######## block 1 ########
==> block_1/final_congestion.png <==
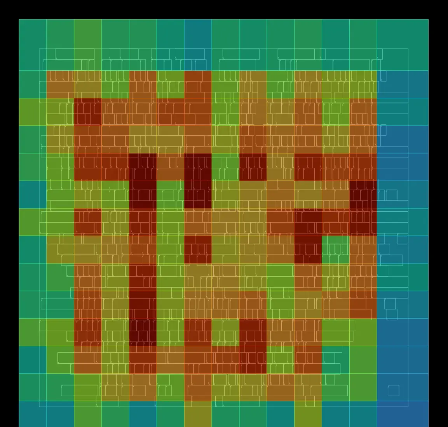
[config.mk]
export PLATFORM = sky130hd
export DESIGN_NAME = countdown_sequencer_flat
export DESIGN_NICKNAME = d
export VERILOG_FILES = /design/src/rtl/countdown_sequencer_if.sv /design/src/rtl/countdown_sequencer.sv /design/src/flat_wrapper.sv
export SDC_FILE = /design/constraint.sdc
export NUM_CORES = 1
export LEC_CHECK = 0
export ABC_AREA = 1
export CORE_MARGIN = 5
export CORE_UTILIZATION = 55
export DETAILED_ROUTE_END_ITERATION = 7
export PLACE_DENSITY = 0.75
export SYNTH_ARGS = -nofsm -noshare
export SYNTH_HDL_FRONTEND = slang
export SYNTH_SLANG_ARGS = --single-unit
export TNS_END_PERCENT = 20
[constraint.sdc]
create_clock -name clk -period 1.9 [get_ports clk]
set_input_delay 0.57 -clock clk [delete_from_list [all_inputs] [get_ports clk]]
set_output_delay 0.57 -clock clk [all_outputs]
set_load 0.05 [all_outputs]
[src/rtl/countdown_sequencer_if.sv]
// Front-panel countdown handshake: button pulses and load value in, display state out.
// The master drives the debounced button pulses; the sequencer is the slave.
interface countdown_sequencer_if #(
  parameter int unsigned SEC_W = 8
);

  logic             start;
  logic             pause;
  logic             clear;
  logic [SEC_W-1:0] load_val;
  logic [SEC_W-1:0] remaining;
  logic             running;
  logic             paused;
  logic             done;
  logic             blink;
  logic             sec_tick;

  modport master (
    output start,
    output pause,
    output clear,
    output load_val,
    input  remaining,
    input  running,
    input  paused,
    input  done,
    input  blink,
    input  sec_tick
  );

  modport slave (
    input  start,
    input  pause,
    input  clear,
    input  load_val,
    output remaining,
    output running,
    output paused,
    output done,
    output blink,
    output sec_tick
  );

endinterface

[src/rtl/countdown_sequencer.sv]
// Seconds countdown sequencer: one shared prescaler drives the RUN decrements and the
// alarm-phase seconds, with a blink divider active only while the alarm is showing.
module countdown_sequencer #(
  parameter int unsigned TICK_DIV  = 100000000,
  parameter int unsigned BLINK_DIV = 50000000,
  parameter int unsigned ALARM_SEC = 5,
  parameter int unsigned SEC_W     = 8
) (
  input  logic                        clk,
  input  logic                        rst,
  countdown_sequencer_if.slave        bus
);

  localparam int unsigned PreW = (TICK_DIV > 1) ? $clog2(TICK_DIV) : 1;
  localparam int unsigned BlkW = (BLINK_DIV > 1) ? $clog2(BLINK_DIV) : 1;
  localparam int unsigned AlmW = (ALARM_SEC > 1) ? $clog2(ALARM_SEC) : 1;

  localparam logic [PreW-1:0]  PreMax  = PreW'(TICK_DIV - 1);
  localparam logic [BlkW-1:0]  BlkMax  = BlkW'(BLINK_DIV - 1);
  localparam logic [AlmW-1:0]  AlmLast = AlmW'(ALARM_SEC - 1);
  localparam logic [SEC_W-1:0] SecOne  = SEC_W'(1);

  typedef enum logic [1:0] {
    StIdle,
    StRun,
    StPause,
    StExpire
  } state_e;

  state_e           state_q;
  logic [PreW-1:0]  pre_q;
  logic [BlkW-1:0]  blk_q;
  logic [AlmW-1:0]  alm_q;
  logic [SEC_W-1:0] remaining_q;
  logic             running_q;
  logic             paused_q;
  logic             done_q;
  logic             blink_q;
  logic             sec_tick_q;

  logic pre_wrap;
  logic blk_wrap;
  logic alm_last;
  logic start_load;
  logic pause_req;

  assign pre_wrap   = (pre_q == PreMax);
  assign blk_wrap   = (blk_q == BlkMax);
  assign alm_last   = (alm_q == AlmLast);
  assign start_load = bus.start && (bus.load_val != '0);
  // start outranks pause even in RUN, where start itself has no effect
  assign pause_req  = bus.pause && !bus.start;

  always_ff @(posedge clk or negedge rst) begin
    if (!rst) begin
      state_q     <= StIdle;
      pre_q       <= '0;
      blk_q       <= '0;
      alm_q       <= '0;
      remaining_q <= '0;
      running_q   <= 1'b0;
      paused_q    <= 1'b0;
      done_q      <= 1'b0;
      blink_q     <= 1'b0;
      sec_tick_q  <= 1'b0;
    end else begin
      sec_tick_q <= 1'b0;
      if (bus.clear) begin
        state_q     <= StIdle;
        pre_q       <= '0;
        blk_q       <= '0;
        alm_q       <= '0;
        remaining_q <= '0;
        running_q   <= 1'b0;
        paused_q    <= 1'b0;
        done_q      <= 1'b0;
        blink_q     <= 1'b0;
      end else begin
        unique case (state_q)
          StIdle: begin
            if (start_load) begin
              state_q     <= StRun;
              pre_q       <= '0;
              blk_q       <= '0;
              alm_q       <= '0;
              remaining_q <= bus.load_val;
              running_q   <= 1'b1;
              paused_q    <= 1'b0;
              done_q      <= 1'b0;
              blink_q     <= 1'b0;
            end
          end

          StRun: begin
            pre_q <= pre_wrap ? '0 : pre_q + 1'b1;
            if (pre_wrap && (remaining_q <= SecOne)) begin
              // Final second elapsed: expiry wins over a coincident pause
              sec_tick_q  <= 1'b1;
              remaining_q <= '0;
              state_q     <= StExpire;
              blk_q       <= '0;
              alm_q       <= '0;
              running_q   <= 1'b0;
              paused_q    <= 1'b0;
              done_q      <= 1'b1;
              blink_q     <= 1'b1;
            end else begin
              if (pre_wrap) begin
                sec_tick_q  <= 1'b1;
                remaining_q <= remaining_q - 1'b1;
              end
              if (pause_req) begin
                state_q   <= StPause;
                running_q <= 1'b0;
                paused_q  <= 1'b1;
              end
            end
          end

          StPause: begin
            // Prescaler is held so the partial second survives the pause
            if (bus.start) begin
              state_q   <= StRun;
              running_q <= 1'b1;
              paused_q  <= 1'b0;
            end
          end

          StExpire: begin
            if (start_load) begin
              state_q     <= StRun;
              pre_q       <= '0;
              blk_q       <= '0;
              alm_q       <= '0;
              remaining_q <= bus.load_val;
              running_q   <= 1'b1;
              paused_q    <= 1'b0;
              done_q      <= 1'b0;
              blink_q     <= 1'b0;
            end else begin
              pre_q <= pre_wrap ? '0 : pre_q + 1'b1;
              if (blk_wrap) begin
                blk_q   <= '0;
                blink_q <= ~blink_q;
              end else begin
                blk_q <= blk_q + 1'b1;
              end
              if (pre_wrap) begin
                if (alm_last) begin
                  state_q <= StIdle;
                  alm_q   <= '0;
                  blk_q   <= '0;
                  done_q  <= 1'b0;
                  blink_q <= 1'b0;
                end else begin
                  alm_q <= alm_q + 1'b1;
                end
              end
            end
          end

          default: begin
            state_q     <= StIdle;
            pre_q       <= '0;
            blk_q       <= '0;
            alm_q       <= '0;
            remaining_q <= '0;
            running_q   <= 1'b0;
            paused_q    <= 1'b0;
            done_q      <= 1'b0;
            blink_q     <= 1'b0;
          end
        endcase
      end
    end
  end

  assign bus.remaining = remaining_q;
  assign bus.running   = running_q;
  assign bus.paused    = paused_q;
  assign bus.done      = done_q;
  assign bus.blink     = blink_q;
  assign bus.sec_tick  = sec_tick_q;

endmodule

[src/flat_wrapper.sv]
// flat-port wrapper written by rule: the top's interface ports become plain ports
module countdown_sequencer_flat 
#(
  parameter int unsigned TICK_DIV  = 100000000,
  parameter int unsigned BLINK_DIV = 50000000,
  parameter int unsigned ALARM_SEC = 5,
  parameter int unsigned SEC_W     = 8
)
  (clk, rst, bus_start, bus_pause, bus_clear, bus_load_val, bus_remaining, bus_running, bus_paused, bus_done, bus_blink, bus_sec_tick);
  countdown_sequencer_if #(.SEC_W(SEC_W)) bus_i ();
  input  logic clk;
  input  logic rst;
  input wire logic [$bits(bus_i.start)-1:0] bus_start;
  input wire logic [$bits(bus_i.pause)-1:0] bus_pause;
  input wire logic [$bits(bus_i.clear)-1:0] bus_clear;
  input wire logic [$bits(bus_i.load_val)-1:0] bus_load_val;
  output wire logic [$bits(bus_i.remaining)-1:0] bus_remaining;
  output wire logic [$bits(bus_i.running)-1:0] bus_running;
  output wire logic [$bits(bus_i.paused)-1:0] bus_paused;
  output wire logic [$bits(bus_i.done)-1:0] bus_done;
  output wire logic [$bits(bus_i.blink)-1:0] bus_blink;
  output wire logic [$bits(bus_i.sec_tick)-1:0] bus_sec_tick;
  assign bus_i.start = bus_start;
  assign bus_i.pause = bus_pause;
  assign bus_i.clear = bus_clear;
  assign bus_i.load_val = bus_load_val;
  assign bus_remaining = bus_i.remaining;
  assign bus_running = bus_i.running;
  assign bus_paused = bus_i.paused;
  assign bus_done = bus_i.done;
  assign bus_blink = bus_i.blink;
  assign bus_sec_tick = bus_i.sec_tick;
  countdown_sequencer #(.TICK_DIV(TICK_DIV), .BLINK_DIV(BLINK_DIV), .ALARM_SEC(ALARM_SEC), .SEC_W(SEC_W)) u_core (.clk(clk), .rst(rst), .bus(bus_i));
endmodule
==> impl_metrics.env <==
# flow metrics
export IMPL_ctsRootBufferMaster="clkbuf_8"
export IMPL_netlist_area_sq_um=4713
export IMPL_gr_total_overflow=0
export IMPL_regToRegEndpoint="u_core.blk_q[25]$_DFFE_PN0P_"
export IMPL_met3RoutedLength_microns=726
export IMPL_io_pins=26
export IMPL_hold_viol=0
export IMPL_cp_data_required_time_ns=2.19
export IMPL_drc=0
export IMPL_yosys_area_sq_um=4713
export IMPL_clkLatencyLatePin_ns=0.36
export IMPL_p_total_mw=6.866
export IMPL_clk_share_pct=3.590
export IMPL_final_max_slew_viol_count=0
export IMPL_tap_cells=105
export IMPL_max_cap_violations=0
export IMPL_stdcell_area_sq_um=6238
export IMPL_tool_warnings=34
export IMPL_nMultiInputCombCells=505
export IMPL_cp_start_kind="register"
export IMPL_fin_nets=829
export IMPL_fin_ws_ns=0.02519
export IMPL_synth_cellmix_simpleShare_pct=35.52
export IMPL_status="finished clean"
export IMPL_p_clk_share_pct=20.3
export IMPL_clock_skew_ns=0.009218
export IMPL_endpoint_kind="register"
export IMPL_reg2reg_depth=11
export IMPL_p_sw_share_pct=41.44
export IMPL_critPathArrivalTime_ns=2.16
export IMPL_cp_slowest_cell="dfrtp_2"
export IMPL_dieHeight_microns=102.6
Notes on block_1/final_congestion.png above:
met2 Use GR: 39.42%
WL per Instance: 14.19 microns
gr busiest metal: met2
met1 Track Usage GR: 33.09%
GRT Total Usage: 24.25%

-- power groups by stage --
stage | clock network, mW | registers (mW) | logic [mW]
global route | 1.46 | 1.79 | 3.99
CTS | 1.40 | 1.76 | 3.04
global placement | 0 | 1.78 | 2.93
floorplan | 0 | 2.13 | 1.51
finish | 1.39 | 1.77 | 3.70
detailed placement | 0 | 1.79 | 2.99
-- worst reg2reg max path: cells and delay by family (launching register included) --
family	cells	cell delay [ns]
simple gates	3	0.32
fa+ha+maj	1	0.14
flops	1	0.45
buf+inv	4	0.49
compound gates	3	0.41
-- how the worst min path moves through the flow --
stage / endpoint / slack (ns) / cells after the start
finish: u_core.pre_q[17]$_DFFE_PN0P_ / 0.14 / 1
global route: u_core.pre_q[17]$_DFFE_PN0P_ / 0.18 / 1
CTS: u_core.pre_q[24]$_DFFE_PN0P_ / 0.16 / 1
detailed placement: u_core.blk_q[4]$_DFFE_PN0P_ / 0.51 / 2
global placement: u_core.blk_q[5]$_DFFE_PN0P_ / 0.50 / 2
floorplan: u_core.alm_q[0]$_DFFE_PN0P_ / 0.27 / 0

######## block 2 ########
==> block_2/final_congestion.png <==
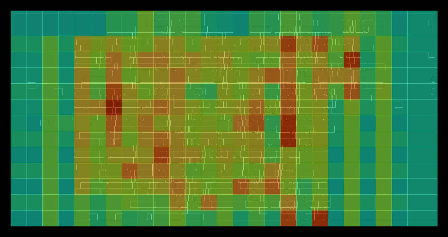
`src/rtl/cipher_tx_uart.sv`:
```
// Purpose: 8-entry byte FIFO fed by PicoBlaze port writes, drained by an 8N1 UART transmitter.
// Latency: push into an empty idle FIFO -> tx falls (start bit) 1 clk later; frame = 10 (11) bit times.
// Backpressure: none upstream; a push into a full FIFO without a same-edge pop is dropped and sets sticky overflow.
// Optional: define CIPHER_TX_PARITY_EN to insert an even-parity bit between data bit 7 and stop.
module cipher_tx_uart #(
  parameter int unsigned CLKS_PER_BIT = 868,
  parameter logic [7:0]  DATA_ADDR    = 8'h04,
  parameter logic [7:0]  STATUS_ADDR  = 8'h05
) (
  input  logic       clk,
  input  logic       reset_n,
  input  logic [7:0] port_id,
  input  logic [7:0] out_port,
  input  logic       write_strobe,
  output logic       tx,
  output logic [7:0] status
);

`ifdef CIPHER_TX_PARITY_EN
  typedef enum logic [2:0] {IDLE, START, DATA, PARITY, STOP} state_t;
`else
  typedef enum logic [2:0] {IDLE, START, DATA, STOP} state_t;
`endif

  localparam logic [15:0] BIT_LAST = 16'(CLKS_PER_BIT - 1);

  // FIFO storage and bookkeeping
  logic [7:0] fifo_mem [8];
  logic [2:0] wr_ptr;
  logic [2:0] rd_ptr;
  logic [3:0] count;
  logic       full;
  logic       empty;
  logic       overflow;

  // Transmitter state
  state_t      state, state_d;
  logic [15:0] bit_cnt, bit_cnt_d;
  logic [2:0]  bit_idx, bit_idx_d;
  logic [2:0]  idx_nxt;
  logic        tx_d;
  logic [7:0]  shift_reg;
  logic        pop;

  logic push_req;
  logic clr_req;
  logic push_ok;
  logic busy;

  assign full     = (count == 4'd8);
  assign empty    = (count == 4'd0);
  assign push_req = write_strobe && (port_id == DATA_ADDR);
  assign clr_req  = write_strobe && (port_id == STATUS_ADDR);
  // A pop on the same edge frees a slot, so a push into a full FIFO still lands.
  assign push_ok  = push_req && (!full || pop);
  assign busy     = (state != IDLE);
  assign status   = {5'b0, overflow, full, busy};
  assign idx_nxt  = bit_idx + 3'd1;

  // FIFO data array; contents are don't-care until written, so no reset
  always_ff @(posedge clk) begin
    if (push_ok) fifo_mem[wr_ptr] <= out_port;
  end

  // FIFO pointers, occupancy and sticky overflow (set wins over clear)
  always_ff @(posedge clk or negedge reset_n) begin
    if (!reset_n) begin
      wr_ptr   <= '0;
      rd_ptr   <= '0;
      count    <= '0;
      overflow <= 1'b0;
    end else begin
      if (push_ok) wr_ptr <= wr_ptr + 3'd1;
      if (pop)     rd_ptr <= rd_ptr + 3'd1;
      case ({push_ok, pop})
        2'b10:   count <= count + 4'd1;
        2'b01:   count <= count - 4'd1;
        default: count <= count;
      endcase
      if (push_req && full && !pop) overflow <= 1'b1;
      else if (clr_req)             overflow <= 1'b0;
    end
  end

  // Transmitter state register; tx is a flop so the line never glitches
  always_ff @(posedge clk or negedge reset_n) begin
    if (!reset_n) begin
      state     <= IDLE;
      bit_cnt   <= '0;
      bit_idx   <= '0;
      tx        <= 1'b1;
      shift_reg <= '0;
    end else begin
      state   <= state_d;
      bit_cnt <= bit_cnt_d;
      bit_idx <= bit_idx_d;
      tx      <= tx_d;
      if (pop) shift_reg <= fifo_mem[rd_ptr];
    end
  end

  // Next-state and next-tx: each state holds for CLKS_PER_BIT cycles, counter reloads on change
  always_comb begin
    state_d   = state;
    bit_cnt_d = bit_cnt;
    bit_idx_d = bit_idx;
    tx_d      = tx;
    pop       = 1'b0;
    case (state)
      IDLE: begin
        tx_d = 1'b1;
        if (!empty) begin
          pop       = 1'b1;
          state_d   = START;
          bit_cnt_d = '0;
          tx_d      = 1'b0;
        end
      end
      START: begin
        if (bit_cnt == BIT_LAST) begin
          state_d   = DATA;
          bit_cnt_d = '0;
          bit_idx_d = '0;
          tx_d      = shift_reg[0];
        end else begin
          bit_cnt_d = bit_cnt + 16'd1;
        end
      end
      DATA: begin
        if (bit_cnt == BIT_LAST) begin
          bit_cnt_d = '0;
          if (bit_idx == 3'd7) begin
`ifdef CIPHER_TX_PARITY_EN
            state_d = PARITY;
            tx_d    = ^shift_reg;
`else
            state_d = STOP;
            tx_d    = 1'b1;
`endif
          end else begin
            bit_idx_d = idx_nxt;
            tx_d      = shift_reg[idx_nxt];
          end
        end else begin
          bit_cnt_d = bit_cnt + 16'd1;
        end
      end
`ifdef CIPHER_TX_PARITY_EN
      PARITY: begin
        if (bit_cnt == BIT_LAST) begin
          state_d   = STOP;
          bit_cnt_d = '0;
          tx_d      = 1'b1;
        end else begin
          bit_cnt_d = bit_cnt + 16'd1;
        end
      end
`endif
      STOP: begin
        if (bit_cnt == BIT_LAST) begin
          state_d   = IDLE;
          bit_cnt_d = '0;
          tx_d      = 1'b1;
        end else begin
          bit_cnt_d = bit_cnt + 16'd1;
        end
      end
      default: begin
        state_d   = IDLE;
        bit_cnt_d = '0;
        tx_d      = 1'b1;
      end
    endcase
  end

endmodule

```
`config.mk`:
```
export PLATFORM = sky130hd
export DESIGN_NAME = cipher_tx_uart
export DESIGN_NICKNAME = d
export VERILOG_FILES = /design/src/rtl/cipher_tx_uart.sv
export SDC_FILE = /design/constraint.sdc
export NUM_CORES = 1
export LEC_CHECK = 0
export ABC_AREA = 1
export CAP_MARGIN = 20
export CORE_ASPECT_RATIO = 0.5
export CORE_MARGIN = 1
export CORE_UTILIZATION = 30
export DETAILED_ROUTE_END_ITERATION = 7
export GPL_ROUTABILITY_DRIVEN = 0
export PLACE_DENSITY_LB_ADDON = 0.3
export SYNTH_ARGS = -nofsm -noshare
export SYNTH_HDL_FRONTEND = slang
export SYNTH_SLANG_ARGS = --single-unit
```
`constraint.sdc`:
```
create_clock -name clk -period 3.3 [get_ports clk]
set_input_delay 0.495 -clock clk [delete_from_list [all_inputs] [get_ports clk]]
set_output_delay 0.495 -clock clk [all_outputs]
set_load 0.02 [all_outputs]
```
==> impl_metrics.env <==
# flow metrics
export IMPL_status="finished clean"
export IMPL_pwr_share_seq_pct=55.8
export IMPL_clk_pin_slew_worst_paths_ns=0.07
export IMPL_period_needed_ns=2.437
export IMPL_clock_skew_ns=0.01547
export IMPL_final_nonclk_buf_share_pct=5.128
export IMPL_n_all_buffers=33
export IMPL_chipArea_sq_um=17390
export IMPL_highest_layer="met4"
export IMPL_initCoreUtil_pct=30.73
export IMPL_drc=0
export IMPL_drive_above_1_share_pct=12.20
export IMPL_cp_slowest_cell="clkdlybuf4s50_1"
export IMPL_startpoint="state[0]$_DFFE_PN0P_"
export IMPL_critPathMaxStageDelay_ns=0.63
export IMPL_antenna_diode_count=0
export IMPL_intPower_mw=1.957
export IMPL_cts_hold_buffers=0
export IMPL_netlist_area_sq_um=5050
export IMPL_regArea_sq_um=2949
export IMPL_wl_per_cell_microns=13.17
export IMPL_synth_logic_top_family="simple AND/OR/NAND/NOR gates"
export IMPL_grt_busiest_layer="met2"
export IMPL_combPwrFrac_pct=2.9
export IMPL_sh_comb_area_pct=30.66
export IMPL_clk_share_pct=4.934
export IMPL_drt_initial_drc_count=265
export IMPL_io_buffer_count=22
export IMPL_ctsRootBufferMaster="clkbuf_16"
## Picture notes: block_2/final_congestion.png
utilization after layout: 35.34%
met1 Track Usage GR: 17.42%

[cells in the final DEF (no fill, tap or decap), drive strengths merged]
cell type	n
nand2	83
nor2	82
edfxtp	64
inv	57
o21ai	52
dfrtp	40
nand3	25
clkdlybuf4s50	21
o22ai	16
a21oi	14
ha	13
buf	12
nor3	10
o211ai	9
clkbuf	9
nand4	7
xor2	6
conb	5
clkinv	3
xnor2	1
nand3b	1
fa	1
clkinvlp	1
dfstp	1
[power groups by stage]
stage	Combinational [mW]	Sequential, mW	Clock, mW
after floorplan	0.0336	1.44	0
after CTS	0.0751	1.41	1.08
after detailed placement	0.0746	1.44	0
final	0.0729	1.41	1.04
after global routing	0.0842	1.41	1.12
after global placement	0.0736	1.44	0
[cells in the mapped netlist, drive strengths merged]
library cell	number	area (sq um)
a21oi	14	85.09
dfstp	1	26.28
ha	13	162.7
dfrtp	40	1001
nand2	83	369.1
xor2	6	52.55
nor3	10	66.32
clkbuf	2	7.510
clkinv	1	3.750
inv	54	205.2
nand4	7	43.79
edfxtp	64	1922
fa	1	20.02
nand3b	1	7.510
buf	19	118.9
xnor2	1	8.760
o21ai	52	271.5
nor2	82	356.6
nand3	25	150.1
conb	1	3.750
o211ai	9	67.56
o22ai	16	100.1

######## block 3 ########
==> block_3/met1.png <==
Drawn at 6 px/micron. Supply wires on this layer in grey.
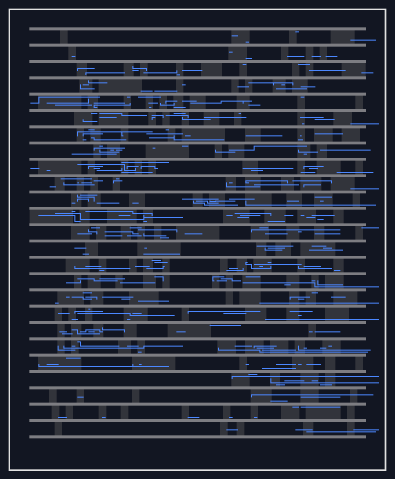
### config.mk
export PLATFORM = sky130hd
export DESIGN_NAME = hazard_ctrl_flat
export DESIGN_NICKNAME = d
export VERILOG_FILES = /design/src/rtl/hazard_ctrl_if.sv /design/src/rtl/hazard_ctrl.sv /design/src/flat_wrapper.sv
export SDC_FILE = /design/constraint.sdc
export NUM_CORES = 1
export LEC_CHECK = 0
export ABC_AREA = 1
export CAP_MARGIN = 20
export CELL_PAD_IN_SITES_DETAIL_PLACEMENT = 1
export CELL_PAD_IN_SITES_GLOBAL_PLACEMENT = 1
export CORE_ASPECT_RATIO = 1.25
export CORE_MARGIN = 3
export CORE_UTILIZATION = 26
export CTS_BUF_LIST = sky130_fd_sc_hd__clkbuf_4 sky130_fd_sc_hd__clkbuf_8 sky130_fd_sc_hd__clkbuf_16
export DETAILED_ROUTE_END_ITERATION = 16
export HOLD_SLACK_MARGIN = 0.12
export PLACE_DENSITY_LB_ADDON = 0.05
export SLEW_MARGIN = 20
export SYNTH_ARGS = -nofsm -noshare
export SYNTH_HDL_FRONTEND = slang
export SYNTH_SLANG_ARGS = --single-unit
### constraint.sdc
create_clock -name clk_i -period 2.86 [get_ports clk_i]
set_clock_uncertainty 0.15 [all_clocks]
set_input_delay 0.858 -clock clk_i [delete_from_list [all_inputs] [get_ports clk_i]]
set_output_delay 0.858 -clock clk_i [all_outputs]
set_load 0.01 [all_outputs]
### src/rtl/hazard_ctrl_if.sv
// Hazard-control bundle between the pipeline datapath (master) and hazard_ctrl (slave).
// Carries the hazard-detection inputs and the per-stage enable/flush controls.
interface hazard_ctrl_if;
  logic       idex_memread;
  logic [4:0] idex_wn;
  logic [4:0] ifid_rs;
  logic [4:0] ifid_rt;
  logic       exmem_branch;
  logic       exmem_zero;
  logic       mem_busy;
  logic       pc_en;
  logic       ifid_en;
  logic       idex_en;
  logic       exmem_en;
  logic       memwb_en;
  logic       ifid_flush;
  logic       idex_flush;
  logic       exmem_flush;

  modport master (
    output idex_memread, idex_wn, ifid_rs, ifid_rt, exmem_branch, exmem_zero, mem_busy,
    input  pc_en, ifid_en, idex_en, exmem_en, memwb_en, ifid_flush, idex_flush, exmem_flush
  );

  modport slave (
    input  idex_memread, idex_wn, ifid_rs, ifid_rt, exmem_branch, exmem_zero, mem_busy,
    output pc_en, ifid_en, idex_en, exmem_en, memwb_en, ifid_flush, idex_flush, exmem_flush
  );
endinterface

### src/rtl/hazard_ctrl.sv
// 5-stage pipeline sequencer: load-use stalls, MEM-resolved branch flushes, memory wait states.
// Define HAZARD_STATS_EN to build the stall/flush statistics counters.
module hazard_ctrl #(
  parameter int unsigned MEM_TIMEOUT = 255,
  parameter int unsigned TO_W        = 8,
  parameter int unsigned STAT_W      = 16
) (
  input  logic              clk_i,
  input  logic              rst_i,
  hazard_ctrl_if.slave      hz,
  output logic [1:0]        state_o,
  output logic              mem_timeout_o,
  output logic [STAT_W-1:0] stall_cnt_o,
  output logic [STAT_W-1:0] flush_cnt_o
);

  localparam logic [1:0] StRun     = 2'd0;
  localparam logic [1:0] StLuStall = 2'd1;
  localparam logic [1:0] StBrFlush = 2'd2;
  localparam logic [1:0] StMemWait = 2'd3;

  logic [1:0]      state_q, state_d;
  logic [TO_W-1:0] wait_cnt_q, wait_cnt_d;
  logic            timeout_q, timeout_d;
  logic            lu, bt;
  logic            pc_en, ifid_en, idex_en, exmem_en, memwb_en;
  logic            ifid_flush, idex_flush, exmem_flush;

  assign lu = hz.idex_memread && (hz.idex_wn != 5'd0) &&
              ((hz.idex_wn == hz.ifid_rs) || (hz.idex_wn == hz.ifid_rt));
  assign bt = hz.exmem_branch && hz.exmem_zero;

  // Priority: reset > mem_busy > taken branch > load-use.
  always_comb begin
    pc_en       = 1'b1;
    ifid_en     = 1'b1;
    idex_en     = 1'b1;
    exmem_en    = 1'b1;
    memwb_en    = 1'b1;
    ifid_flush  = 1'b0;
    idex_flush  = 1'b0;
    exmem_flush = 1'b0;
    state_d     = StRun;
    wait_cnt_d  = '0;
    timeout_d   = timeout_q;
    if (rst_i) begin
      {pc_en, ifid_en, idex_en, exmem_en, memwb_en} = 5'b0;
      {ifid_flush, idex_flush, exmem_flush}         = 3'b111;
      timeout_d = 1'b0;
    end else if (hz.mem_busy) begin
      {pc_en, ifid_en, idex_en, exmem_en, memwb_en} = 5'b0;
      state_d    = StMemWait;
      wait_cnt_d = (wait_cnt_q == {TO_W{1'b1}}) ? wait_cnt_q : wait_cnt_q + 1'b1;
      if (wait_cnt_d == TO_W'(MEM_TIMEOUT)) begin
        timeout_d = 1'b1;
      end
    end else if (bt && (state_q != StBrFlush)) begin
      {ifid_flush, idex_flush, exmem_flush} = 3'b111;
      state_d = StBrFlush;
    end else if (lu && (state_q != StBrFlush) && (state_q != StLuStall)) begin
      pc_en      = 1'b0;
      ifid_en    = 1'b0;
      idex_flush = 1'b1;
      state_d    = StLuStall;
    end
  end

  always_ff @(posedge clk_i) begin
    if (rst_i) begin
      state_q    <= StRun;
      wait_cnt_q <= '0;
      timeout_q  <= 1'b0;
    end else begin
      state_q    <= state_d;
      wait_cnt_q <= wait_cnt_d;
      timeout_q  <= timeout_d;
    end
  end

  assign hz.pc_en       = pc_en;
  assign hz.ifid_en     = ifid_en;
  assign hz.idex_en     = idex_en;
  assign hz.exmem_en    = exmem_en;
  assign hz.memwb_en    = memwb_en;
  assign hz.ifid_flush  = ifid_flush;
  assign hz.idex_flush  = idex_flush;
  assign hz.exmem_flush = exmem_flush;
  assign state_o        = state_q;
  assign mem_timeout_o  = timeout_q;

`ifdef HAZARD_STATS_EN
  logic [STAT_W-1:0] stall_cnt_q, flush_cnt_q;

  // A taken branch is the only non-reset cause of an EX_MEM flush.
  always_ff @(posedge clk_i) begin
    if (rst_i) begin
      stall_cnt_q <= '0;
      flush_cnt_q <= '0;
    end else begin
      if (!pc_en && (stall_cnt_q != {STAT_W{1'b1}})) begin
        stall_cnt_q <= stall_cnt_q + 1'b1;
      end
      if (exmem_flush && (flush_cnt_q != {STAT_W{1'b1}})) begin
        flush_cnt_q <= flush_cnt_q + 1'b1;
      end
    end
  end

  assign stall_cnt_o = stall_cnt_q;
  assign flush_cnt_o = flush_cnt_q;
`else
  assign stall_cnt_o = '0;
  assign flush_cnt_o = '0;
`endif

endmodule

### src/flat_wrapper.sv
// flat-port wrapper written by rule: the top's interface ports become plain ports
module hazard_ctrl_flat 
#(
  parameter int unsigned MEM_TIMEOUT = 255,
  parameter int unsigned TO_W        = 8,
  parameter int unsigned STAT_W      = 16
)
  (clk_i, rst_i, state_o, mem_timeout_o, stall_cnt_o, flush_cnt_o, hz_idex_memread, hz_idex_wn, hz_ifid_rs, hz_ifid_rt, hz_exmem_branch, hz_exmem_zero, hz_mem_busy, hz_pc_en, hz_ifid_en, hz_idex_en, hz_exmem_en, hz_memwb_en, hz_ifid_flush, hz_idex_flush, hz_exmem_flush);
  hazard_ctrl_if hz_i ();
  input  logic clk_i;
  input  logic rst_i;
  output logic [1:0] state_o;
  output logic mem_timeout_o;
  output logic [STAT_W-1:0] stall_cnt_o;
  output logic [STAT_W-1:0] flush_cnt_o;
  input wire logic [$bits(hz_i.idex_memread)-1:0] hz_idex_memread;
  input wire logic [$bits(hz_i.idex_wn)-1:0] hz_idex_wn;
  input wire logic [$bits(hz_i.ifid_rs)-1:0] hz_ifid_rs;
  input wire logic [$bits(hz_i.ifid_rt)-1:0] hz_ifid_rt;
  input wire logic [$bits(hz_i.exmem_branch)-1:0] hz_exmem_branch;
  input wire logic [$bits(hz_i.exmem_zero)-1:0] hz_exmem_zero;
  input wire logic [$bits(hz_i.mem_busy)-1:0] hz_mem_busy;
  output wire logic [$bits(hz_i.pc_en)-1:0] hz_pc_en;
  output wire logic [$bits(hz_i.ifid_en)-1:0] hz_ifid_en;
  output wire logic [$bits(hz_i.idex_en)-1:0] hz_idex_en;
  output wire logic [$bits(hz_i.exmem_en)-1:0] hz_exmem_en;
  output wire logic [$bits(hz_i.memwb_en)-1:0] hz_memwb_en;
  output wire logic [$bits(hz_i.ifid_flush)-1:0] hz_ifid_flush;
  output wire logic [$bits(hz_i.idex_flush)-1:0] hz_idex_flush;
  output wire logic [$bits(hz_i.exmem_flush)-1:0] hz_exmem_flush;
  assign hz_i.idex_memread = hz_idex_memread;
  assign hz_i.idex_wn = hz_idex_wn;
  assign hz_i.ifid_rs = hz_ifid_rs;
  assign hz_i.ifid_rt = hz_ifid_rt;
  assign hz_i.exmem_branch = hz_exmem_branch;
  assign hz_i.exmem_zero = hz_exmem_zero;
  assign hz_i.mem_busy = hz_mem_busy;
  assign hz_pc_en = hz_i.pc_en;
  assign hz_ifid_en = hz_i.ifid_en;
  assign hz_idex_en = hz_i.idex_en;
  assign hz_exmem_en = hz_i.exmem_en;
  assign hz_memwb_en = hz_i.memwb_en;
  assign hz_ifid_flush = hz_i.ifid_flush;
  assign hz_idex_flush = hz_i.idex_flush;
  assign hz_exmem_flush = hz_i.exmem_flush;
  hazard_ctrl #(.MEM_TIMEOUT(MEM_TIMEOUT), .TO_W(TO_W), .STAT_W(STAT_W)) u_core (.clk_i(clk_i), .rst_i(rst_i), .hz(hz_i), .state_o(state_o), .mem_timeout_o(mem_timeout_o), .stall_cnt_o(stall_cnt_o), .flush_cnt_o(flush_cnt_o));
endmodule
==> impl_metrics.env <==
# flow metrics
export IMPL_status="finished clean"
export IMPL_io_pins=64
export IMPL_synth_logic_top_family="buffers and inverters"
export IMPL_synth_cell_types=23
export IMPL_vias=952
export IMPL_io_buffer_count=31
export IMPL_clock_sinks=11
export IMPL_topCellsByArea="buf_4 26%, dfxtp_1 21%, nand2_1 7.2%, nor2_1 6.9%, nand3_1 6.3%"
export IMPL_yosys_cells=154
export IMPL_final_max_slew_viol_count=0
export IMPL_synth_top_area_share_pct=26.09
export IMPL_reg2reg_depth=11
export IMPL_hold_viol=0
export IMPL_grt_first_pass_wirelength_microns=4795
export IMPL_power_group_top="the clock network"
export IMPL_pwr_share_seq_pct=35.4
export IMPL_hold_ws_ns=0.3482
export IMPL_cp_data_required_time_ns=1.85
export IMPL_synth_avg_cell_area_sq_um=6.727
export IMPL_grt_use_met3_pct=2.507
export IMPL_r2r_setup_slack_ns=0.94
export IMPL_aoi_share_pct=5.072
export IMPL_yosysWarnings=0
export IMPL_period_used_pct=98.24
export IMPL_largest_area_cell="buf_4"
export IMPL_critical_path_top_delay_family="simple AND/OR/NAND/NOR gates"
export IMPL_placed_area_sq_um=1301
export IMPL_cp_slowest_cell="nor3_2"
export IMPL_gp_congestion=0.8056
export IMPL_p_comb_uw=125
export IMPL_setup_viol_count_final=0
export IMPL_startpoint="hz_ifid_rt[0]"
export IMPL_min_path_type="register to register"
export IMPL_grt_pass1_vias=977
export IMPL_htreeDepth=1
export IMPL_netlist_area_sq_um=1036
export IMPL_grtUsageMet2_pct=22.41
export IMPL_rsz0062_at_grt="yes"
export IMPL_cts_hold_buffers=0
## Picture notes: block_3/met1.png
main direction = horizontal
share of all routed wire = 40%

-- worst min-delay path: cells and delay by family (launching register included) --
family	cells	cell delay (ns)
simple gates	2	0.15
flops	1	0.31
-- synth_stat cells --
cell      instances
nand3_1          13
nand4_1           2
nor3_1            3
ha_1              1
a21oi_1           6
inv_1            13
dfxtp_1          11
buf_4            36
inv_2             3
nor2_1           19
o21ai_1           1
a31oi_1           2
xnor2_1           6
nor2_2            3
buf_6             1
nand2_4           1
clkinv_1          1
nand2_1          20
nand2_2           4
xor2_1            5
o21ai_0           1
conb_1            1
nor2_4            1
-- state kept, by name (all words and copies together) (netlist names) --
| name | flops |
|---|---|
| u_core.mem_timeout_o | 1 |
| u_core.state_o | 2 |
| u_core.wait_cnt_q | 8 |
-- area by class of cell --
type	count	area, sq um
Timing Repair Buffer	41	332.8
Multi-Input combinational cell	120	645.6
Sequential cell	11	220.2
Tap cell	54	67.56
Inverter	17	63.81
Fill cell	530	2437
Clock buffer	4	48.80
-- routing by layer --
metal	vias to the layer above	routed length, microns
met5	-	0
met4	0	48
met3	5	163
met2	40	1476
met1	422	1135
li1	485	-

######## block 4 ########
[src/rtl/bitwise_reduce_acc_pkg.sv]
// Shared definitions for the bitwise packet reducer: op codes, FSM states and op decode.
package bitwise_reduce_acc_pkg;

  localparam int unsigned OP_W = 3;

  localparam logic [OP_W-1:0] OP_AND     = 3'd0;
  localparam logic [OP_W-1:0] OP_OR      = 3'd1;
  localparam logic [OP_W-1:0] OP_XOR     = 3'd2;
  localparam logic [OP_W-1:0] OP_NAND    = 3'd3;
  localparam logic [OP_W-1:0] OP_NOR     = 3'd4;
  localparam logic [OP_W-1:0] OP_XNOR    = 3'd5;
  localparam logic [OP_W-1:0] OP_RSVD_LO = 3'd6;

  localparam logic [1:0] BASE_AND = 2'd0;
  localparam logic [1:0] BASE_OR  = 2'd1;
  localparam logic [1:0] BASE_XOR = 2'd2;

  typedef enum logic [1:0] {
    IDLE = 2'd0,
    ACC  = 2'd1,
    DONE = 2'd2
  } state_e;

  typedef struct packed {
    logic [1:0] base;
    logic       inv;
    logic       rsvd;
  } op_dec_t;

  // Split an op code into the fold operation and a final-result inversion.
  function automatic op_dec_t op_decode(input logic [OP_W-1:0] op);
    op_dec_t d;
    d = '{base: BASE_AND, inv: 1'b0, rsvd: 1'b0};
    unique case (op)
      OP_AND:  d.base = BASE_AND;
      OP_OR:   d.base = BASE_OR;
      OP_XOR:  d.base = BASE_XOR;
      OP_NAND: d = '{base: BASE_AND, inv: 1'b1, rsvd: 1'b0};
      OP_NOR:  d = '{base: BASE_OR,  inv: 1'b1, rsvd: 1'b0};
      OP_XNOR: d = '{base: BASE_XOR, inv: 1'b1, rsvd: 1'b0};
      default: d.rsvd = 1'b1;
    endcase
    return d;
  endfunction

endpackage

[src/rtl/bitwise_op_core.sv]
// Combinational two-operand AND/OR/XOR selector used for the per-beat fold.
module bitwise_op_core
  import bitwise_reduce_acc_pkg::*;
#(
  parameter int unsigned WIDTH = 8
) (
  input  logic [1:0]       sel,
  input  logic [WIDTH-1:0] a,
  input  logic [WIDTH-1:0] b,
  output logic [WIDTH-1:0] y_c
);

  always_comb begin
    y_c = a & b;
    unique case (sel)
      BASE_OR:  y_c = a | b;
      BASE_XOR: y_c = a ^ b;
      default:  y_c = a & b;
    endcase
  end

endmodule

[src/rtl/bitwise_reduce_acc.sv]
// Folds a packet of WIDTH-bit words with a selectable bitwise op; valid/ready on both sides.
module bitwise_reduce_acc
  import bitwise_reduce_acc_pkg::*;
#(
  parameter int unsigned WIDTH   = 8,
  parameter int unsigned MAX_LEN = 16,
  localparam int unsigned CNT_W  = $clog2(MAX_LEN + 1)
) (
  input  logic             clk,
  input  logic             rst,
  input  logic [2:0]       op,
  input  logic             in_valid,
  output logic             in_ready,
  input  logic [WIDTH-1:0] in_data,
  input  logic             in_last,
  output logic             out_valid,
  input  logic             out_ready,
  output logic [WIDTH-1:0] out_data,
  output logic [CNT_W-1:0] out_count,
  output logic             out_err
);

  state_e             state_q, state_d;
  logic [WIDTH-1:0]   acc_q, acc_d;
  logic [CNT_W-1:0]   cnt_q, cnt_d;
  logic               err_q, err_d;
  logic [2:0]         op_q, op_d;
  logic               out_valid_d;
  logic [WIDTH-1:0]   out_data_d;
  logic [CNT_W-1:0]   out_count_d;
  logic               out_err_d;

  logic               accept;
  logic               first;
  logic [2:0]         cur_op;
  op_dec_t            dec;
  logic [WIDTH-1:0]   fold_c;
  logic [WIDTH-1:0]   new_acc;
  logic [WIDTH-1:0]   result;
  logic [CNT_W-1:0]   new_cnt;
  logic               new_err;
  logic               at_max;

  // The first beat of a packet uses the live op; later beats use the latched one.
  assign first  = (state_q == IDLE);
  assign cur_op = first ? op : op_q;
  assign dec    = op_decode(cur_op);
  assign at_max = (cnt_q == CNT_W'(MAX_LEN));

  bitwise_op_core #(.WIDTH(WIDTH)) u_core (
    .sel (dec.base),
    .a   (acc_q),
    .b   (in_data),
    .y_c (fold_c)
  );

  // Next accumulator/count/error and the finished result if this beat is the last.
  always_comb begin
    new_acc = first ? in_data : fold_c;
    new_cnt = first ? CNT_W'(1) : (at_max ? cnt_q : cnt_q + CNT_W'(1));
    new_err = first ? dec.rsvd : (err_q | at_max);
    if (dec.rsvd)     result = '0;
    else if (dec.inv) result = ~new_acc;
    else              result = new_acc;
  end

  // Next-state and output logic.
  always_comb begin
    state_d     = state_q;
    acc_d       = acc_q;
    cnt_d       = cnt_q;
    err_d       = err_q;
    op_d        = op_q;
    out_valid_d = out_valid;
    out_data_d  = out_data;
    out_count_d = out_count;
    out_err_d   = out_err;
    in_ready    = !rst && (state_q != DONE);
    accept      = in_valid && in_ready;

    unique case (state_q)
      IDLE, ACC: begin
        if (accept) begin
          acc_d = new_acc;
          cnt_d = new_cnt;
          err_d = new_err;
          op_d  = cur_op;
          if (in_last) begin
            state_d     = DONE;
            out_valid_d = 1'b1;
            out_data_d  = result;
            out_count_d = new_cnt;
            out_err_d   = new_err;
          end else begin
            state_d = ACC;
          end
        end
      end
      DONE: begin
        if (out_ready) begin
          state_d     = IDLE;
          acc_d       = '0;
          cnt_d       = '0;
          err_d       = 1'b0;
          out_valid_d = 1'b0;
          out_data_d  = '0;
          out_count_d = '0;
          out_err_d   = 1'b0;
        end
      end
      default: state_d = IDLE;
    endcase
  end

  always_ff @(posedge clk or posedge rst) begin
    if (rst) begin
      state_q   <= IDLE;
      acc_q     <= '0;
      cnt_q     <= '0;
      err_q     <= 1'b0;
      op_q      <= '0;
      out_valid <= 1'b0;
      out_data  <= '0;
      out_count <= '0;
      out_err   <= 1'b0;
    end else begin
      state_q   <= state_d;
      acc_q     <= acc_d;
      cnt_q     <= cnt_d;
      err_q     <= err_d;
      op_q      <= op_d;
      out_valid <= out_valid_d;
      out_data  <= out_data_d;
      out_count <= out_count_d;
      out_err   <= out_err_d;
    end
  end

endmodule

[config.mk]
export PLATFORM = sky130hd
export DESIGN_NAME = bitwise_reduce_acc
export DESIGN_NICKNAME = d
export VERILOG_FILES = /design/src/rtl/bitwise_reduce_acc_pkg.sv /design/src/rtl/bitwise_op_core.sv /design/src/rtl/bitwise_reduce_acc.sv
export SDC_FILE = /design/constraint.sdc
export NUM_CORES = 1
export LEC_CHECK = 0
export CAP_MARGIN = 20
export CORE_ASPECT_RATIO = 0.75
export CORE_MARGIN = 8
export CORE_UTILIZATION = 49
export DETAILED_ROUTE_END_ITERATION = 6
export GPL_TIMING_DRIVEN = 0
export PLACE_DENSITY_LB_ADDON = 0.15
export SLEW_MARGIN = 10
export SYNTH_ARGS = -nofsm -noshare
export SYNTH_HDL_FRONTEND = slang
export SYNTH_SLANG_ARGS = --single-unit
[constraint.sdc]
create_clock -name clk -period 2.6 [get_ports clk]
set_input_delay 0.26 -clock clk [delete_from_list [all_inputs] [get_ports clk]]
set_output_delay 0.26 -clock clk [all_outputs]
set_load 0.05 [all_outputs]
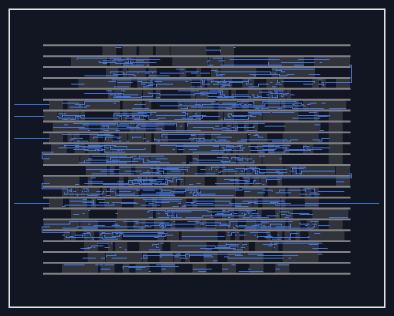
(block_4/met1.png)
Drawn at 4 px/micron. Supply wires on this layer in grey.
nets with wire on the layer = 292
longest straight run = 27.1 microns
share of all routed wire = 48%
main direction = horizontal

==> impl_metrics.env <==
# flow metrics
export IMPL_status="finished clean"
export IMPL_critPathCapture="out_data[4]$_DFFE_PP0P_"
export IMPL_grt_max_degree=35
export IMPL_lay_top_count="inv_1"
export IMPL_highest_layer="met4"
export IMPL_combPwrFrac_pct=57.2
export IMPL_fa_ha_area_share_pct=11.34
export IMPL_fillers=382
export IMPL_layout_top_cells="41 x inv_1, 33 x dfrtp_1, 31 x nand2_1, 31 x clkdlybuf4s50_1, 19 x o21ai_0"
export IMPL_io_buffer_count=31
export IMPL_htreeDepth=2
export IMPL_regArea_sq_um=852.1
export IMPL_chipArea_sq_um=6927
export IMPL_grt_first_pass_wirelength_microns=8728
export IMPL_clk_pin_slew_worst_paths_ns=0.07
export IMPL_gr_total_overflow=0
export IMPL_drc=0
export IMPL_hold_start="out_count[4]$_DFFE_PP0P_"
export IMPL_period_needed_ns=2.450
export IMPL_drive_above_1_share_pct=11.99
export IMPL_largest_registers="acc_q: 8 flops, out_data: 8 flops"
export IMPL_rows=21
export IMPL_fin_nets=327
export IMPL_power_density_nw_per_um2=1063
export IMPL_synth_cell_types=38
export IMPL_nMultiInputCombCells=163
[synth_stat cells]
library cell,number,area share [%]
ha_1,20,11
nor2_1,6,1.0
or2_2,1,0.28
nor3_1,1,0.23
o21bai_1,1,0.34
and3b_1,1,0.40
a22oi_1,9,3.1
buf_1,3,0.51
inv_1,42,7.1
dfrtp_1,34,39
a21oi_1,15,3.4
nor2_4,1,0.51
and2_1,1,0.28
buf_2,4,0.91
nand3_1,3,0.68
o2111ai_1,1,0.40
nor3_2,1,0.45
mux2_2,3,1.5
nor3b_2,1,0.57
o41ai_1,1,0.40
o31ai_1,1,0.34
a211oi_1,2,0.68
or3_1,1,0.28
o31a_1,1,0.40
nor3b_1,1,0.34
a22o_1,2,0.79
nand2b_1,1,0.28
o32ai_4,1,1.2
a221o_1,8,3.6
nor4_1,1,0.28
xnor2_1,14,5.6
nor2b_1,3,0.85
nand2_1,31,5.3
clkbuf_1,4,0.68
mux2i_1,2,0.91
o21ai_0,19,4.3
and3_1,1,0.28
o21ai_1,8,1.8

######## block 5 ########
==> block_5/met1.png <==
Drawn at 3 px/micron. Supply wires on this layer in grey.
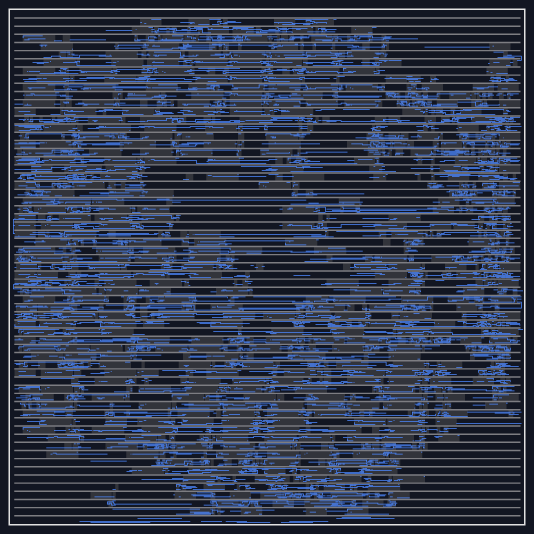
==> block_5/met2.png <==
Drawn at 3 px/micron.
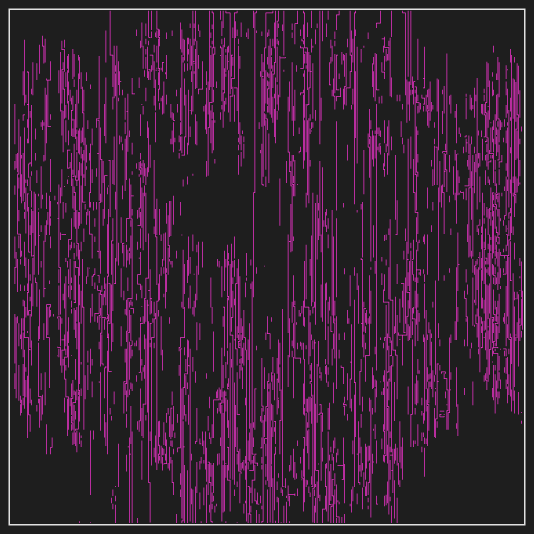
<file path="src/rtl/fp_alu.sv">
// fp_alu itself comes from the shared datapath library.
// Its operands are sequenced by fp_alu_ctrl.sv.

</file>
<file path="src/rtl/fp_alu_ctrl_if.sv">
// Command and result streams between fp_alu_ctrl and its producer/consumer.
// The controller is the slave; the environment driving commands is the master.
interface fp_alu_ctrl_if;
  logic        in_valid;
  logic        in_ready;
  logic [31:0] in_a;
  logic [31:0] in_b;
  logic [1:0]  in_opcode;
  logic        in_add_sub;
  logic        out_valid;
  logic        out_ready;
  logic [31:0] out_result;
  logic [3:0]  out_flags;
  logic [1:0]  out_opcode;

  modport master (
    output in_valid, in_a, in_b, in_opcode, in_add_sub, out_ready,
    input  in_ready, out_valid, out_result, out_flags, out_opcode
  );

  modport slave (
    input  in_valid, in_a, in_b, in_opcode, in_add_sub, out_ready,
    output in_ready, out_valid, out_result, out_flags, out_opcode
  );
endinterface

</file>
<file path="src/rtl/fp_alu_ctrl.sv">
// Sequencer for the combinational fp_alu: FIFO-buffered commands, stable
// operands for a settle window, registered result with IEEE class flags.
module fp_alu_ctrl #(
  parameter int DEPTH  = 4,
  parameter int SETTLE = 2
) (
  input  logic                   clk,
  input  logic                   rst,
  fp_alu_ctrl_if.slave           bus,
  output logic [31:0]            alu_a,
  output logic [31:0]            alu_b,
  output logic [1:0]             alu_opcode,
  output logic                   alu_add_sub,
  input  logic [31:0]            alu_result,
  output logic [$clog2(DEPTH):0] count,
  output logic                   busy
);

  localparam int AW = $clog2(DEPTH);
  localparam int SW = (SETTLE > 1) ? $clog2(SETTLE) : 1;
  localparam int SL = SETTLE - 1;
  localparam logic [AW:0]   FULL_N   = DEPTH[AW:0];
  localparam logic [AW:0]   CNT_ONE  = 1;
  localparam logic [AW-1:0] PTR_ONE  = 1;
  localparam logic [SW-1:0] SET_ONE  = 1;
  localparam logic [SW-1:0] SET_LAST = SL[SW-1:0];

  typedef struct packed {
    logic [31:0] a;
    logic [31:0] b;
    logic [1:0]  op;
    logic        add_sub;
  } cmd_t;

  typedef enum logic [1:0] {
    IDLE,
    DRIVE,
    HOLD
  } state_t;

  cmd_t          mem [DEPTH];
  cmd_t          head;
  logic [AW-1:0] wr_ptr;
  logic [AW-1:0] rd_ptr;
  logic [SW-1:0] settle_cnt;
  state_t        state;
  state_t        state_nx;
  logic          push;
  logic          pop;
  logic          capture;
  logic          full;
  logic [31:0]   cap_word;

  function automatic logic [3:0] classify(input logic [31:0] w);
    logic e_max;
    logic e_zero;
    logic m_zero;
    e_max  = &w[30:23];
    e_zero = ~|w[30:23];
    m_zero = ~|w[22:0];
    return {e_max && !m_zero, e_max && m_zero, e_zero && m_zero, w[31]};
  endfunction

  assign full         = (count == FULL_N);
  assign bus.in_ready = !full && !rst;
  assign push         = bus.in_valid && bus.in_ready;
  assign head         = mem[rd_ptr];
  assign busy         = (state != IDLE) || (count != '0);
  // Reserved opcode yields a canonical quiet NaN whatever fp_alu drives.
  assign cap_word     = (alu_opcode == 2'b11) ? 32'h7FC00000 : alu_result;

  always_comb begin
    state_nx = state;
    pop      = 1'b0;
    capture  = 1'b0;
    unique case (state)
      IDLE: begin
        if (count != '0) begin
          pop      = 1'b1;
          state_nx = DRIVE;
        end
      end
      DRIVE: begin
        if (settle_cnt == SET_LAST) begin
          capture  = 1'b1;
          state_nx = HOLD;
        end
      end
      HOLD: begin
        if (bus.out_valid && bus.out_ready) begin
          if (count != '0) begin
            pop      = 1'b1;
            state_nx = DRIVE;
          end else begin
            state_nx = IDLE;
          end
        end
      end
      default: state_nx = IDLE;
    endcase
  end

  always_ff @(posedge clk) begin
    if (push) begin
      mem[wr_ptr] <= '{a: bus.in_a, b: bus.in_b,
                       op: bus.in_opcode, add_sub: bus.in_add_sub};
    end
  end

  always_ff @(posedge clk) begin
    if (rst) begin
      state          <= IDLE;
      wr_ptr         <= '0;
      rd_ptr         <= '0;
      count          <= '0;
      settle_cnt     <= '0;
      alu_a          <= '0;
      alu_b          <= '0;
      alu_opcode     <= '0;
      alu_add_sub    <= 1'b0;
      bus.out_valid  <= 1'b0;
      bus.out_result <= '0;
      bus.out_flags  <= '0;
      bus.out_opcode <= '0;
    end else begin
      state <= state_nx;
      if (push) wr_ptr <= wr_ptr + PTR_ONE;
      unique case ({push, pop})
        2'b10:   count <= count + CNT_ONE;
        2'b01:   count <= count - CNT_ONE;
        default: count <= count;
      endcase
      if (pop) begin
        rd_ptr      <= rd_ptr + PTR_ONE;
        alu_a       <= head.a;
        alu_b       <= head.b;
        alu_opcode  <= head.op;
        alu_add_sub <= head.add_sub;
        settle_cnt  <= '0;
      end else if (state == DRIVE) begin
        settle_cnt <= settle_cnt + SET_ONE;
      end
      if (capture) begin
        bus.out_valid  <= 1'b1;
        bus.out_result <= cap_word;
        bus.out_flags  <= classify(cap_word);
        bus.out_opcode <= alu_opcode;
      end else if (bus.out_valid && bus.out_ready) begin
        bus.out_valid <= 1'b0;
      end
    end
  end

endmodule

</file>
<file path="src/flat_wrapper.sv">
// flat-port wrapper written by rule: the top's interface ports become plain ports
module fp_alu_ctrl_flat 
#(
  parameter int DEPTH  = 4,
  parameter int SETTLE = 2
)
  (clk, rst, alu_a, alu_b, alu_opcode, alu_add_sub, alu_result, count, busy, bus_in_valid, bus_in_a, bus_in_b, bus_in_opcode, bus_in_add_sub, bus_out_ready, bus_in_ready, bus_out_valid, bus_out_result, bus_out_flags, bus_out_opcode);
  fp_alu_ctrl_if bus_i ();
  input  logic clk;
  input  logic rst;
  output logic [31:0] alu_a;
  output logic [31:0] alu_b;
  output logic [1:0] alu_opcode;
  output logic alu_add_sub;
  input  logic [31:0] alu_result;
  output logic [$clog2(DEPTH):0] count;
  output logic busy;
  input wire logic [$bits(bus_i.in_valid)-1:0] bus_in_valid;
  input wire logic [$bits(bus_i.in_a)-1:0] bus_in_a;
  input wire logic [$bits(bus_i.in_b)-1:0] bus_in_b;
  input wire logic [$bits(bus_i.in_opcode)-1:0] bus_in_opcode;
  input wire logic [$bits(bus_i.in_add_sub)-1:0] bus_in_add_sub;
  input wire logic [$bits(bus_i.out_ready)-1:0] bus_out_ready;
  output wire logic [$bits(bus_i.in_ready)-1:0] bus_in_ready;
  output wire logic [$bits(bus_i.out_valid)-1:0] bus_out_valid;
  output wire logic [$bits(bus_i.out_result)-1:0] bus_out_result;
  output wire logic [$bits(bus_i.out_flags)-1:0] bus_out_flags;
  output wire logic [$bits(bus_i.out_opcode)-1:0] bus_out_opcode;
  assign bus_i.in_valid = bus_in_valid;
  assign bus_i.in_a = bus_in_a;
  assign bus_i.in_b = bus_in_b;
  assign bus_i.in_opcode = bus_in_opcode;
  assign bus_i.in_add_sub = bus_in_add_sub;
  assign bus_i.out_ready = bus_out_ready;
  assign bus_in_ready = bus_i.in_ready;
  assign bus_out_valid = bus_i.out_valid;
  assign bus_out_result = bus_i.out_result;
  assign bus_out_flags = bus_i.out_flags;
  assign bus_out_opcode = bus_i.out_opcode;
  fp_alu_ctrl #(.DEPTH(DEPTH), .SETTLE(SETTLE)) u_core (.clk(clk), .rst(rst), .bus(bus_i), .alu_a(alu_a), .alu_b(alu_b), .alu_opcode(alu_opcode), .alu_add_sub(alu_add_sub), .alu_result(alu_result), .count(count), .busy(busy));
endmodule
</file>
<file path="config.mk">
export PLATFORM = sky130hd
export DESIGN_NAME = fp_alu_ctrl_flat
export DESIGN_NICKNAME = d
export VERILOG_FILES = /design/src/rtl/fp_alu.sv /design/src/rtl/fp_alu_ctrl_if.sv /design/src/rtl/fp_alu_ctrl.sv /design/src/flat_wrapper.sv
export SDC_FILE = /design/constraint.sdc
export NUM_CORES = 1
export LEC_CHECK = 0
export ABC_AREA = 1
export CORE_UTILIZATION = 50
export CTS_BUF_LIST = sky130_fd_sc_hd__clkbuf_4
export CTS_CLUSTER_DIAMETER = 150
export CTS_CLUSTER_SIZE = 12
export DETAILED_ROUTE_END_ITERATION = 8
export DONT_BUFFER_PORTS = 1
export HOLD_SLACK_MARGIN = 0.05
export PLACE_DENSITY = 0.76
export RECOVER_POWER = 25
export REMOVE_ABC_BUFFERS = 1
export SETUP_SLACK_MARGIN = 0.15
export SYNTH_ARGS = -nofsm -noshare
export SYNTH_HDL_FRONTEND = slang
export SYNTH_SLANG_ARGS = --single-unit
</file>
<file path="constraint.sdc">
create_clock -name clk -period 7.55 [get_ports clk]
set_input_delay 1.51 -clock clk [delete_from_list [all_inputs] [get_ports clk]]
set_output_delay 1.51 -clock clk [all_outputs]
set_load 0.02 [all_outputs]
</file>
==> impl_metrics.env <==
# flow metrics
export IMPL_min_path_type="register to register"
export IMPL_critical_path_top_delay_family="simple AND/OR/NAND/NOR gates"
export IMPL_top_cell="nor2_1"
export IMPL_dieHeight_microns=171.3
export IMPL_final_max_slew_viol_count=0
export IMPL_tightestPinTransition_ns=1.229
export IMPL_drc=0
export IMPL_io_pins=214
export IMPL_path_depth=4
export IMPL_cts_resized=0
export IMPL_dp_cells=1546
export IMPL_fin_ws_ns=3.792
export IMPL_clk_pin_slew_worst_paths_ns=0.12
export IMPL_syn_inst=1239
export IMPL_status="finished clean"
Notes on block_5/met1.png above:
wire length on this layer = 12800 microns
longest straight run = 63.0 microns
nets with wire on the layer = 1258
share of all routed wire = 40%
main direction = horizontal

Notes on block_5/met2.png above:
longest straight run = 88.7 microns
main direction = vertical
share of all routed wire = 49%
nets with wire on the layer = 1021

## layout make-up
type,instances,share of cell area (%)
antenna,2,0.03329
tap,378,3.146
inverter,29,0.7407
multi-input combinational,745,23.21
clock inverter,1,0.1997
sequential,383,68.87
timing repair buffer,11,0.5493
clock buffer,65,3.246
## registers in the layout (all words and copies together) (netlist names), 3 cells and up
| register | flops |
|---|---|
| u_core.mem | 268 |
| u_core.bus.out_flags | 4 |
| u_core.bus.out_result | 31 |
| u_core.alu_a | 32 |
| u_core.count | 3 |
| u_core.alu_b | 32 |
## power groups by stage
| stage | clock network [mW] | registers (mW) | logic [mW] |
|---|---|---|---|
| final | 1.05 | 2.90 | 1.27 |
| after global routing | 1.15 | 2.93 | 1.45 |
| after CTS | 1.09 | 2.90 | 1.28 |
| after detailed placement | 0 | 2.95 | 1.28 |
| after global placement | 0 | 2.94 | 1.24 |
| after floorplan | 0 | 2.94 | 0.840 |
## layer usage
layer  routed length [microns]  share of wire (%)  global-route usage (%)  vias to the layer above
met1                     12830                 40                   25.12                     4409
met4                       755                2.4                   6.910                        0
met5                         0                  0                       0                        -
met3                      2676                8.4                   6.535                       60
li1                          -                  -                       -                     4336
met2                     15540                 49                   37.13                      280


==> notes/layouts.md <==
Pictures saved along the way, in no particular order.

Signal wires on met3.
panel A
Drawn at 3 px/micron.
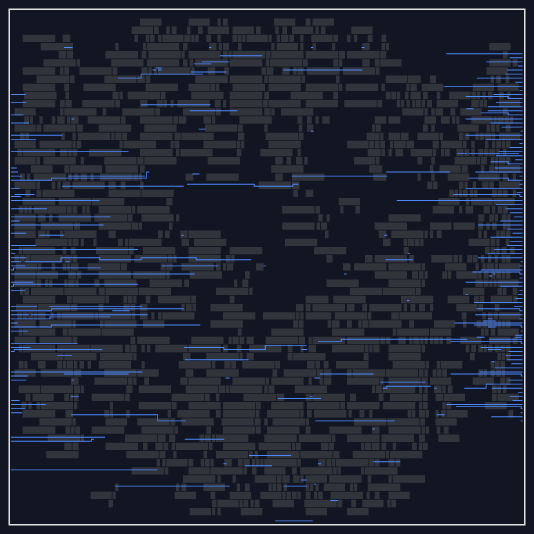
panel B
Drawn at 8 px/micron.
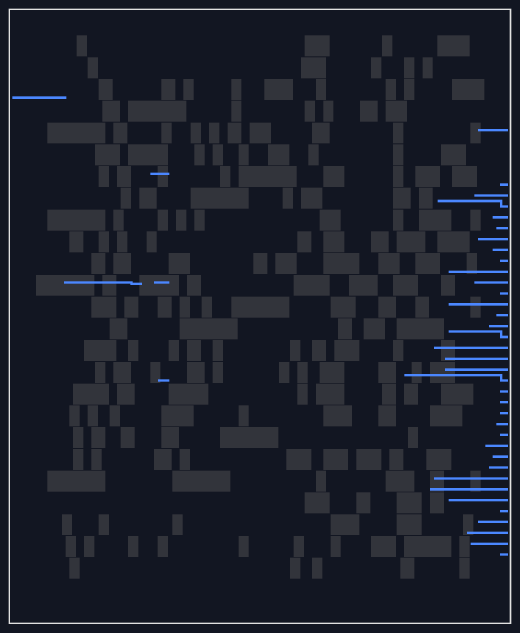
panel C
Drawn at 6 px/micron.
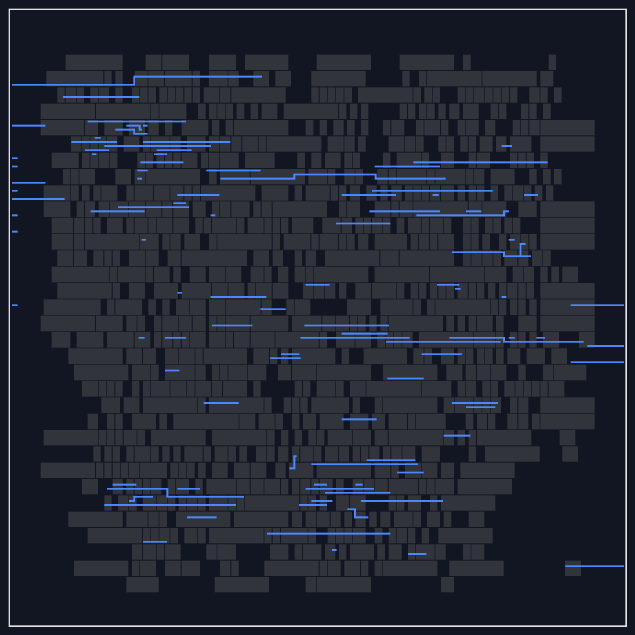
panel D
Drawn at 6 px/micron.
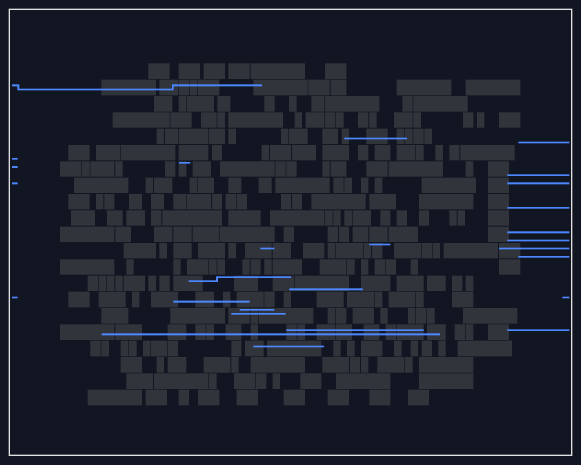
panel E
Drawn at 4 px/micron.
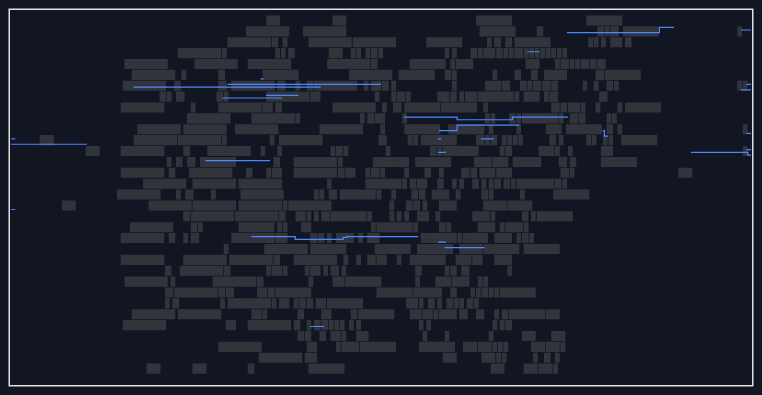
- block 4 = panel D
- block 1 = panel C
- block 5 = panel A
- block 3 = panel B
- block 2 = panel E
- smallest die: panel B

Power is estimated from default activity; no workload was simulated.
